# ---- block 1 ----
--- src/rtl/dice_game_ctrl.sv ---
// N-player dice game core: turn sequencing, tumble animation, saturating score accumulation,
// optional bonus re-roll on a top face, round counting and winner/tie resolution.
module dice_game_ctrl #(
    parameter int unsigned  PLAYERS     = 2,
    parameter int unsigned  FACES       = 6,
    parameter int unsigned  ROUNDS      = 5,
    parameter int unsigned  ROLL_CYCLES = 8,
    parameter int unsigned  SCORE_W     = 6,
    parameter bit           BONUS_EN    = 1'b1,
    localparam int unsigned FW          = $clog2(FACES + 1)
) (
    input  logic                       clk,
    input  logic                       rst,
    input  logic                       tick,
    input  logic [PLAYERS-1:0]         roll_req,
    output logic [PLAYERS*FW-1:0]      face,
    output logic [PLAYERS*SCORE_W-1:0] score,
    output logic [1:0]                 turn,
    output logic [3:0]                 round_cnt,
    output logic                       busy,
    output logic [PLAYERS-1:0]         winner,
    output logic                       game_over,
    output logic                       final_pulse
);

    // Sum is wide enough for either operand plus a carry, so saturation never sees a wrap.
    localparam int unsigned     SumW     = ((SCORE_W > FW) ? SCORE_W : FW) + 1;
    localparam logic [SumW-1:0] ScoreMax = SumW'((64'd1 << SCORE_W) - 64'd1);

    typedef enum logic [1:0] {StWait, StRolling, StCommit, StDone} state_e;

    state_e             state_q, state_d;
    logic [FW-1:0]      face_free_q, face_free_d;
    logic [7:0]         tumble_q, tumble_d;
    logic [FW-1:0]      face_q  [PLAYERS];
    logic [FW-1:0]      face_d  [PLAYERS];
    logic [SCORE_W-1:0] score_q [PLAYERS];
    logic [SCORE_W-1:0] score_d [PLAYERS];
    logic [1:0]         turn_q, turn_d;
    logic [3:0]         round_q, round_d;
    logic               bonus_q, bonus_d;
    logic [PLAYERS-1:0] winner_q, winner_d;
    logic               game_over_q, game_over_d;
    logic               final_q, final_d;

    logic               req_hit;
    logic [FW-1:0]      cur_face;
    logic [SCORE_W-1:0] cur_score;
    logic [SumW-1:0]    sum;
    logic [SCORE_W-1:0] sat_score;
    logic [SCORE_W-1:0] best;
    logic               last_seat;

    always_comb begin
        req_hit   = 1'b0;
        cur_face  = '0;
        cur_score = '0;
        for (int p = 0; p < PLAYERS; p++) begin
            if (turn_q == 2'(p)) begin
                req_hit   = roll_req[p];
                cur_face  = face_q[p];
                cur_score = score_q[p];
            end
        end
    end

    assign sum         = SumW'(cur_score) + SumW'(cur_face);
    assign sat_score   = (sum > ScoreMax) ? SCORE_W'(ScoreMax) : SCORE_W'(sum);
    assign last_seat   = (turn_q == 2'(PLAYERS - 1));
    // Free-running so the captured face depends only on press timing.
    assign face_free_d = (face_free_q == FW'(FACES)) ? FW'(1) : face_free_q + FW'(1);

    always_comb begin
        state_d     = state_q;
        tumble_d    = tumble_q;
        face_d      = face_q;
        score_d     = score_q;
        turn_d      = turn_q;
        round_d     = round_q;
        bonus_d     = bonus_q;
        winner_d    = winner_q;
        game_over_d = game_over_q;
        final_d     = 1'b0;
        best        = '0;

        case (state_q)
            StWait: begin
                if (req_hit) begin
                    tumble_d = 8'(ROLL_CYCLES);
                    state_d  = StRolling;
                end
            end
            StRolling: begin
                if (tick) begin
                    for (int p = 0; p < PLAYERS; p++) begin
                        if (turn_q == 2'(p)) face_d[p] = face_free_q;
                    end
                    tumble_d = tumble_q - 8'd1;
                    if (tumble_q == 8'd1) state_d = StCommit;
                end
            end
            StCommit: begin
                for (int p = 0; p < PLAYERS; p++) begin
                    if (turn_q == 2'(p)) score_d[p] = sat_score;
                end
                if (BONUS_EN && (cur_face == FW'(FACES)) && !bonus_q) begin
                    bonus_d = 1'b1;
                    state_d = StWait;
                end else begin
                    bonus_d = 1'b0;
                    if (last_seat) begin
                        turn_d  = '0;
                        round_d = round_q + 4'd1;
                    end else begin
                        turn_d = turn_q + 2'd1;
                    end
                    if (round_d == 4'(ROUNDS)) begin
                        state_d     = StDone;
                        game_over_d = 1'b1;
                        final_d     = 1'b1;
                        // Resolve against the freshly committed scores so winner is valid
                        // in the first DONE cycle.
                        for (int p = 0; p < PLAYERS; p++) begin
                            if (score_d[p] > best) best = score_d[p];
                        end
                        for (int p = 0; p < PLAYERS; p++) begin
                            winner_d[p] = (score_d[p] == best);
                        end
                    end else begin
                        state_d = StWait;
                    end
                end
            end
            StDone: begin
                if (roll_req[0]) begin
                    state_d = StWait;
                    for (int p = 0; p < PLAYERS; p++) begin
                        face_d[p]  = '0;
                        score_d[p] = '0;
                    end
                    turn_d      = '0;
                    round_d     = '0;
                    bonus_d     = 1'b0;
                    winner_d    = '0;
                    game_over_d = 1'b0;
                end
            end
            default: state_d = StWait;
        endcase
    end

    always_ff @(posedge clk or negedge rst) begin
        if (!rst) begin
            state_q     <= StWait;
            face_free_q <= FW'(1);
            tumble_q    <= '0;
            turn_q      <= '0;
            round_q     <= '0;
            bonus_q     <= 1'b0;
            winner_q    <= '0;
            game_over_q <= 1'b0;
            final_q     <= 1'b0;
            for (int p = 0; p < PLAYERS; p++) begin
                face_q[p]  <= '0;
                score_q[p] <= '0;
            end
        end else begin
            state_q     <= state_d;
            face_free_q <= face_free_d;
            tumble_q    <= tumble_d;
            turn_q      <= turn_d;
            round_q     <= round_d;
            bonus_q     <= bonus_d;
            winner_q    <= winner_d;
            game_over_q <= game_over_d;
            final_q     <= final_d;
            for (int p = 0; p < PLAYERS; p++) begin
                face_q[p]  <= face_d[p];
                score_q[p] <= score_d[p];
            end
        end
    end

    always_comb begin
        face  = '0;
        score = '0;
        for (int p = 0; p < PLAYERS; p++) begin
            face[p*FW +: FW]            = face_q[p];
            score[p*SCORE_W +: SCORE_W] = score_q[p];
        end
    end

    assign turn        = turn_q;
    assign round_cnt   = round_q;
    assign busy        = (state_q == StRolling) || (state_q == StCommit);
    assign winner      = winner_q;
    assign game_over   = game_over_q;
    assign final_pulse = final_q;

endmodule

--- config.mk ---
export PLATFORM = sky130hd
export DESIGN_NAME = dice_game_ctrl
export DESIGN_NICKNAME = d
export VERILOG_FILES = /design/src/rtl/dice_game_ctrl.sv
export SDC_FILE = /design/constraint.sdc
export NUM_CORES = 1
export LEC_CHECK = 0
export ABC_CLOCK_PERIOD_IN_PS = 4800
export CAP_MARGIN = 10
export CORE_ASPECT_RATIO = 0.9
export CORE_MARGIN = 3
export CORE_UTILIZATION = 53
export DETAILED_ROUTE_END_ITERATION = 8
export GPL_ROUTABILITY_DRIVEN = 1
export GPL_TIMING_DRIVEN = 0
export PLACE_DENSITY = 0.83
export SLEW_MARGIN = 10
export SYNTH_ARGS = -nofsm -noshare
export SYNTH_HDL_FRONTEND = slang
export SYNTH_SLANG_ARGS = --single-unit
--- constraint.sdc ---
create_clock -name clk -period 4.8 [get_ports clk]
set_input_delay 1.44 -clock clk [delete_from_list [all_inputs] [get_ports clk]]
set_output_delay 1.44 -clock clk [all_outputs]
set_load 0.02 [all_outputs]
# ---- block 2 ----
$ cat src/rtl/delay_timer_pkg.sv
// Shared definitions for the delay timer arbiter: FSM encoding and default sizes.
package delay_timer_pkg;

   localparam int DEF_NREQ  = 4;
   localparam int DEF_WIDTH = 4;

   typedef enum logic [1:0] {
      IDLE = 2'd0,
      RUN  = 2'd1,
      DONE = 2'd2
   } state_t;

endpackage

$ cat src/rtl/rr_arbiter.sv
// Combinational round-robin pick: first set request after the pointer, wrapping.
module rr_arbiter
   import delay_timer_pkg::*;
#(
   parameter int NREQ = DEF_NREQ,
   parameter int PW   = (NREQ > 1) ? $clog2(NREQ) : 1
) (
   input  logic [NREQ-1:0] req,
   input  logic [PW-1:0]   pointer,
   output logic [PW-1:0]   winner,
   output logic            valid
);

   logic [PW-1:0] idx;

   // Scan from farthest to nearest slot so the nearest set request after the pointer wins last
   always_comb begin
      winner = '0;
      valid  = 1'b0;
      idx    = '0;
      for (int k = NREQ; k >= 1; k--) begin
         idx = PW'((int'(pointer) + k) % NREQ);
         if (req[idx]) begin
            winner = idx;
            valid  = 1'b1;
         end
      end
   end

endmodule

$ cat src/rtl/delay_timer_arbiter.sv
// One shared down-counting delay timer handed out to NREQ requesters in round-robin order.
module delay_timer_arbiter
   import delay_timer_pkg::*;
#(
   parameter int NREQ  = DEF_NREQ,
   parameter int WIDTH = DEF_WIDTH
) (
   input  logic                  clk,
   input  logic                  rst,
   input  logic [NREQ-1:0]       req,
   input  logic [NREQ*WIDTH-1:0] req_len,
   output logic [NREQ-1:0]       gnt,
   output logic [NREQ-1:0]       done,
   output logic                  busy,
   output logic [WIDTH-1:0]      count
);

   localparam int PW = (NREQ > 1) ? $clog2(NREQ) : 1;

   state_t                       state, state_nxt;
   logic [PW-1:0]                pointer;
   logic [PW-1:0]                arb_win;
   logic                         arb_vld;
   logic [NREQ-1:0]              win_oh;
   logic [NREQ-1:0][WIDTH-1:0]   lens;
   logic                         req_held;

   assign lens     = req_len;
   // After a grant the pointer is the current owner, so it doubles as the winner index
   assign req_held = req[pointer];

   rr_arbiter #(.NREQ(NREQ), .PW(PW)) u_arb (
      .req     (req),
      .pointer (pointer),
      .winner  (arb_win),
      .valid   (arb_vld)
   );

   // Decode the arbiter pick into the one-hot grant vector
   always_comb begin
      win_oh          = '0;
      win_oh[arb_win] = 1'b1;
   end

   // State register
   always_ff @(posedge clk or negedge rst) begin
      if (!rst) state <= IDLE;
      else      state <= state_nxt;
   end

   // Next-state: dropping the owner's request aborts; count reaching zero completes
   always_comb begin
      state_nxt = state;
      case (state)
         IDLE: if (arb_vld) state_nxt = RUN;
         RUN: begin
            if (!req_held)          state_nxt = IDLE;
            else if (count == '0)   state_nxt = DONE;
         end
         DONE:    state_nxt = IDLE;
         default: state_nxt = IDLE;
      endcase
   end

   // Outputs decoded from state
   always_comb begin
      busy = (state != IDLE);
   end

   // Grant, done, counter and rr pointer registers; req_len is only looked at on the grant edge
   always_ff @(posedge clk or negedge rst) begin
      if (!rst) begin
         pointer <= PW'(NREQ - 1);
         gnt     <= '0;
         done    <= '0;
         count   <= '0;
      end else begin
         case (state)
            IDLE: begin
               if (arb_vld) begin
                  gnt     <= win_oh;
                  count   <= lens[arb_win];
                  pointer <= arb_win;
               end
            end
            RUN: begin
               if (!req_held) begin
                  gnt   <= '0;
                  count <= '0;
               end else if (count != '0) begin
                  count <= count - WIDTH'(1);
               end else begin
                  done  <= gnt;
               end
            end
            default: begin
               gnt   <= '0;
               done  <= '0;
               count <= '0;
            end
         endcase
      end
   end

endmodule
$ cat config.mk
export PLATFORM = sky130hd
export DESIGN_NAME = delay_timer_arbiter
export DESIGN_NICKNAME = d
export VERILOG_FILES = /design/src/rtl/delay_timer_pkg.sv /design/src/rtl/rr_arbiter.sv /design/src/rtl/delay_timer_arbiter.sv
export SDC_FILE = /design/constraint.sdc
export NUM_CORES = 1
export LEC_CHECK = 0
export ABC_AREA = 1
export CAP_MARGIN = 20
export CORE_ASPECT_RATIO = 0.75
export CORE_MARGIN = 5
export CORE_UTILIZATION = 35
export CTS_CLUSTER_DIAMETER = 120
export CTS_CLUSTER_SIZE = 30
export DETAILED_ROUTE_END_ITERATION = 12
export PLACE_DENSITY = 0.65
export SLEW_MARGIN = 15
export SYNTH_ARGS = -nofsm -noshare
export SYNTH_HDL_FRONTEND = slang
export SYNTH_HIERARCHICAL = 1
export SYNTH_SLANG_ARGS = --single-unit
$ cat constraint.sdc
create_clock -name clk -period 4.65 [get_ports clk]
set_input_delay 0.465 -clock clk [delete_from_list [all_inputs] [get_ports clk]]
set_output_delay 0.465 -clock clk [all_outputs]
set_load 0.005 [all_outputs]

## Gallery

PDN straps and rails.
Scale: 6 px per um. Pins as bars on the die edge.
Plate I
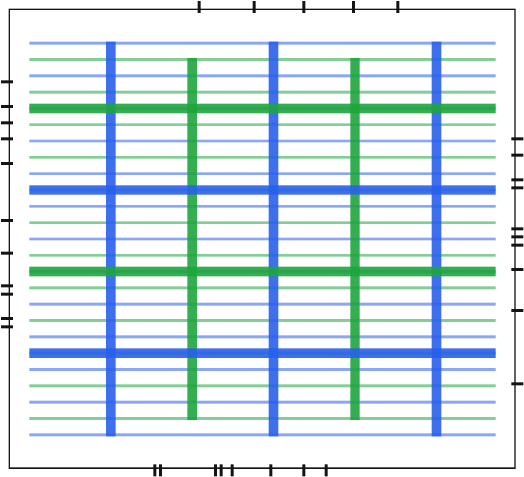
Plate II
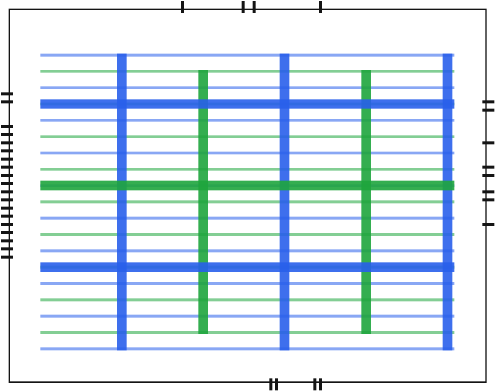
Plate I is block 1.
Plate II is block 2.
Of these, largest die: Plate I

Key to Plate II:
legend:
  green:
    net: VDD
  blue:
    net: VSS
signal pins: 35
met4 straps: 5

==> block_1/metal_density.png <==
Scale: 4 px per um. 17 x 15 tiles, from dark purple (low) to yellow (high), scaled to the fullest tile. Values are wire area over tile area, all layers added.
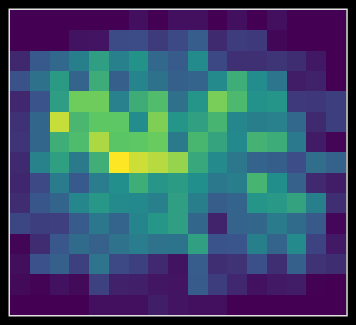
tiles over half the peak: 20%
mean over tiles: 0.18
fullest tile: 0.59
nearly empty tiles: 14%

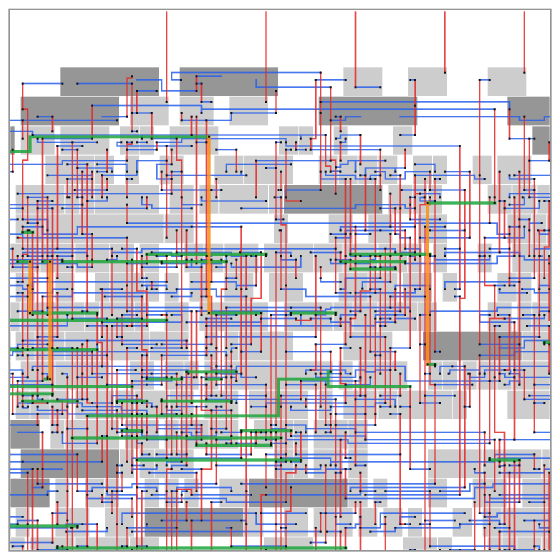
(block_1/detail.png)
Region (17, 26) to (67, 76) um. Cells in gray, sequential cells in the stronger gray; small squares are vias.
legend:
  orange:
    layer: metal 4
  red:
    layer: metal 2
  green:
    layer: metal 3
  blue:
    layer: metal 1
cells with their middle in the window: 194
most frequent: nor2_1 (19), nand2_1 (18), o21ai_0 (15)
sequential cells in the window: 9
netlist names of flops here include: score (7)

==> CHANGELOG.md, block 1 <==
## Implementation

- Core Footprint: a little over 5000 sq um
- Largest area contributor in the netlist: dfrtp_1
- Crit path max fanout: 10
- MI comb cells: between 200 and 250
- CP Capture Type: flip-flop
- P_leak: 1.553 nW
- Logic share of the area: ~50%
- Cells after synthesis: 322
- Status: completed
- Top logic family: AND-OR/OR-AND gates
- P_int: 511.2 uW
- Fin area: about 3500 sq um
- Num ports: 34
- Startpoint types: flip-flop
- Largest net degree at the start of global routing: 27
- Routed wl met2: roughly 3200 um
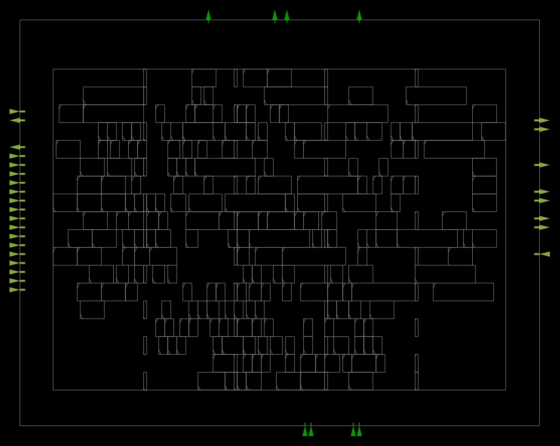
(block_2/placement.png)
Core Footprint: 3378 sq um
final std cells w/o fill: 263

==> CHANGELOG.md, block 2 <==
## Implementation

- Layout area overhead: 33.33%
- Post-synth top cells: nand2_1 (79), nand3_1 (23), inv_1 (19)
- Commonest cells after routing, fill and taps aside: nand2_1 (79), clkdlybuf4s50_1 (34), nand3_1 (23)
- Met3 Use GR: between 4 and 5%
- R2r endpoint: count[3]$_DFFE_PN0P_
- Top delay family on crit path: simple AND/OR/NAND/NOR gates
- AND/OR/NAND/NOR Cells, Area Fraction: 51.04%
- Switch share: 50.60%
- Seq power: roughly 270 uW
- Buffer and inverter count on the worst path: 3
- Crit path max fanout: 9
- Clock buf/inv share: ~3.3%
- Most used cell, CP: nand2_1
- Area of placed instances: 1622 sq um
- Signal buffers: 34
- CTS H-tree lvls: 1
- Seq share, synth: 32.04%
- DPL Wire Length: between 2000 and 3000 um
- Status: completed
- Logic share of the area: around 43%
- Drt first-iter violations: 39
- CTS tree: built
- Routed wl met3: 189 um
- Ys async rst share: 100.0%
- Hold-fix buffers, CTS: 0
- Crit path time final: around 2.2 ns
- M1 WL: 1737 um
- Fmax: 448.0 MHz
- Layout cell share with drive strength beyond 1: 17.04%
- DRC Markers: 0
- Fin Setup TNS: 0 ns
- Area fraction in mux cells: 0%
- Largest type area fraction: between 20% and 30%
- CP Capture Type: flip-flop


==> layout pictures side by side <==
Drive-strength map.
Scale: 3 px per um.
(a)
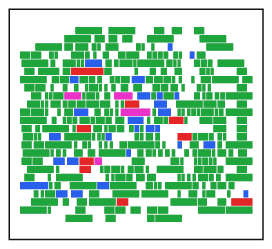
(b)
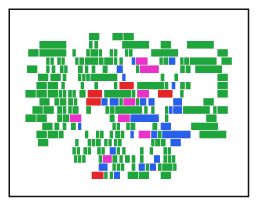
block 1 -> (a)
block 2 -> (b)
Of these, largest die: (a)
Of these, most cells: (a)

Power figures rest on the tool's default switching activity, not on a simulated workload.
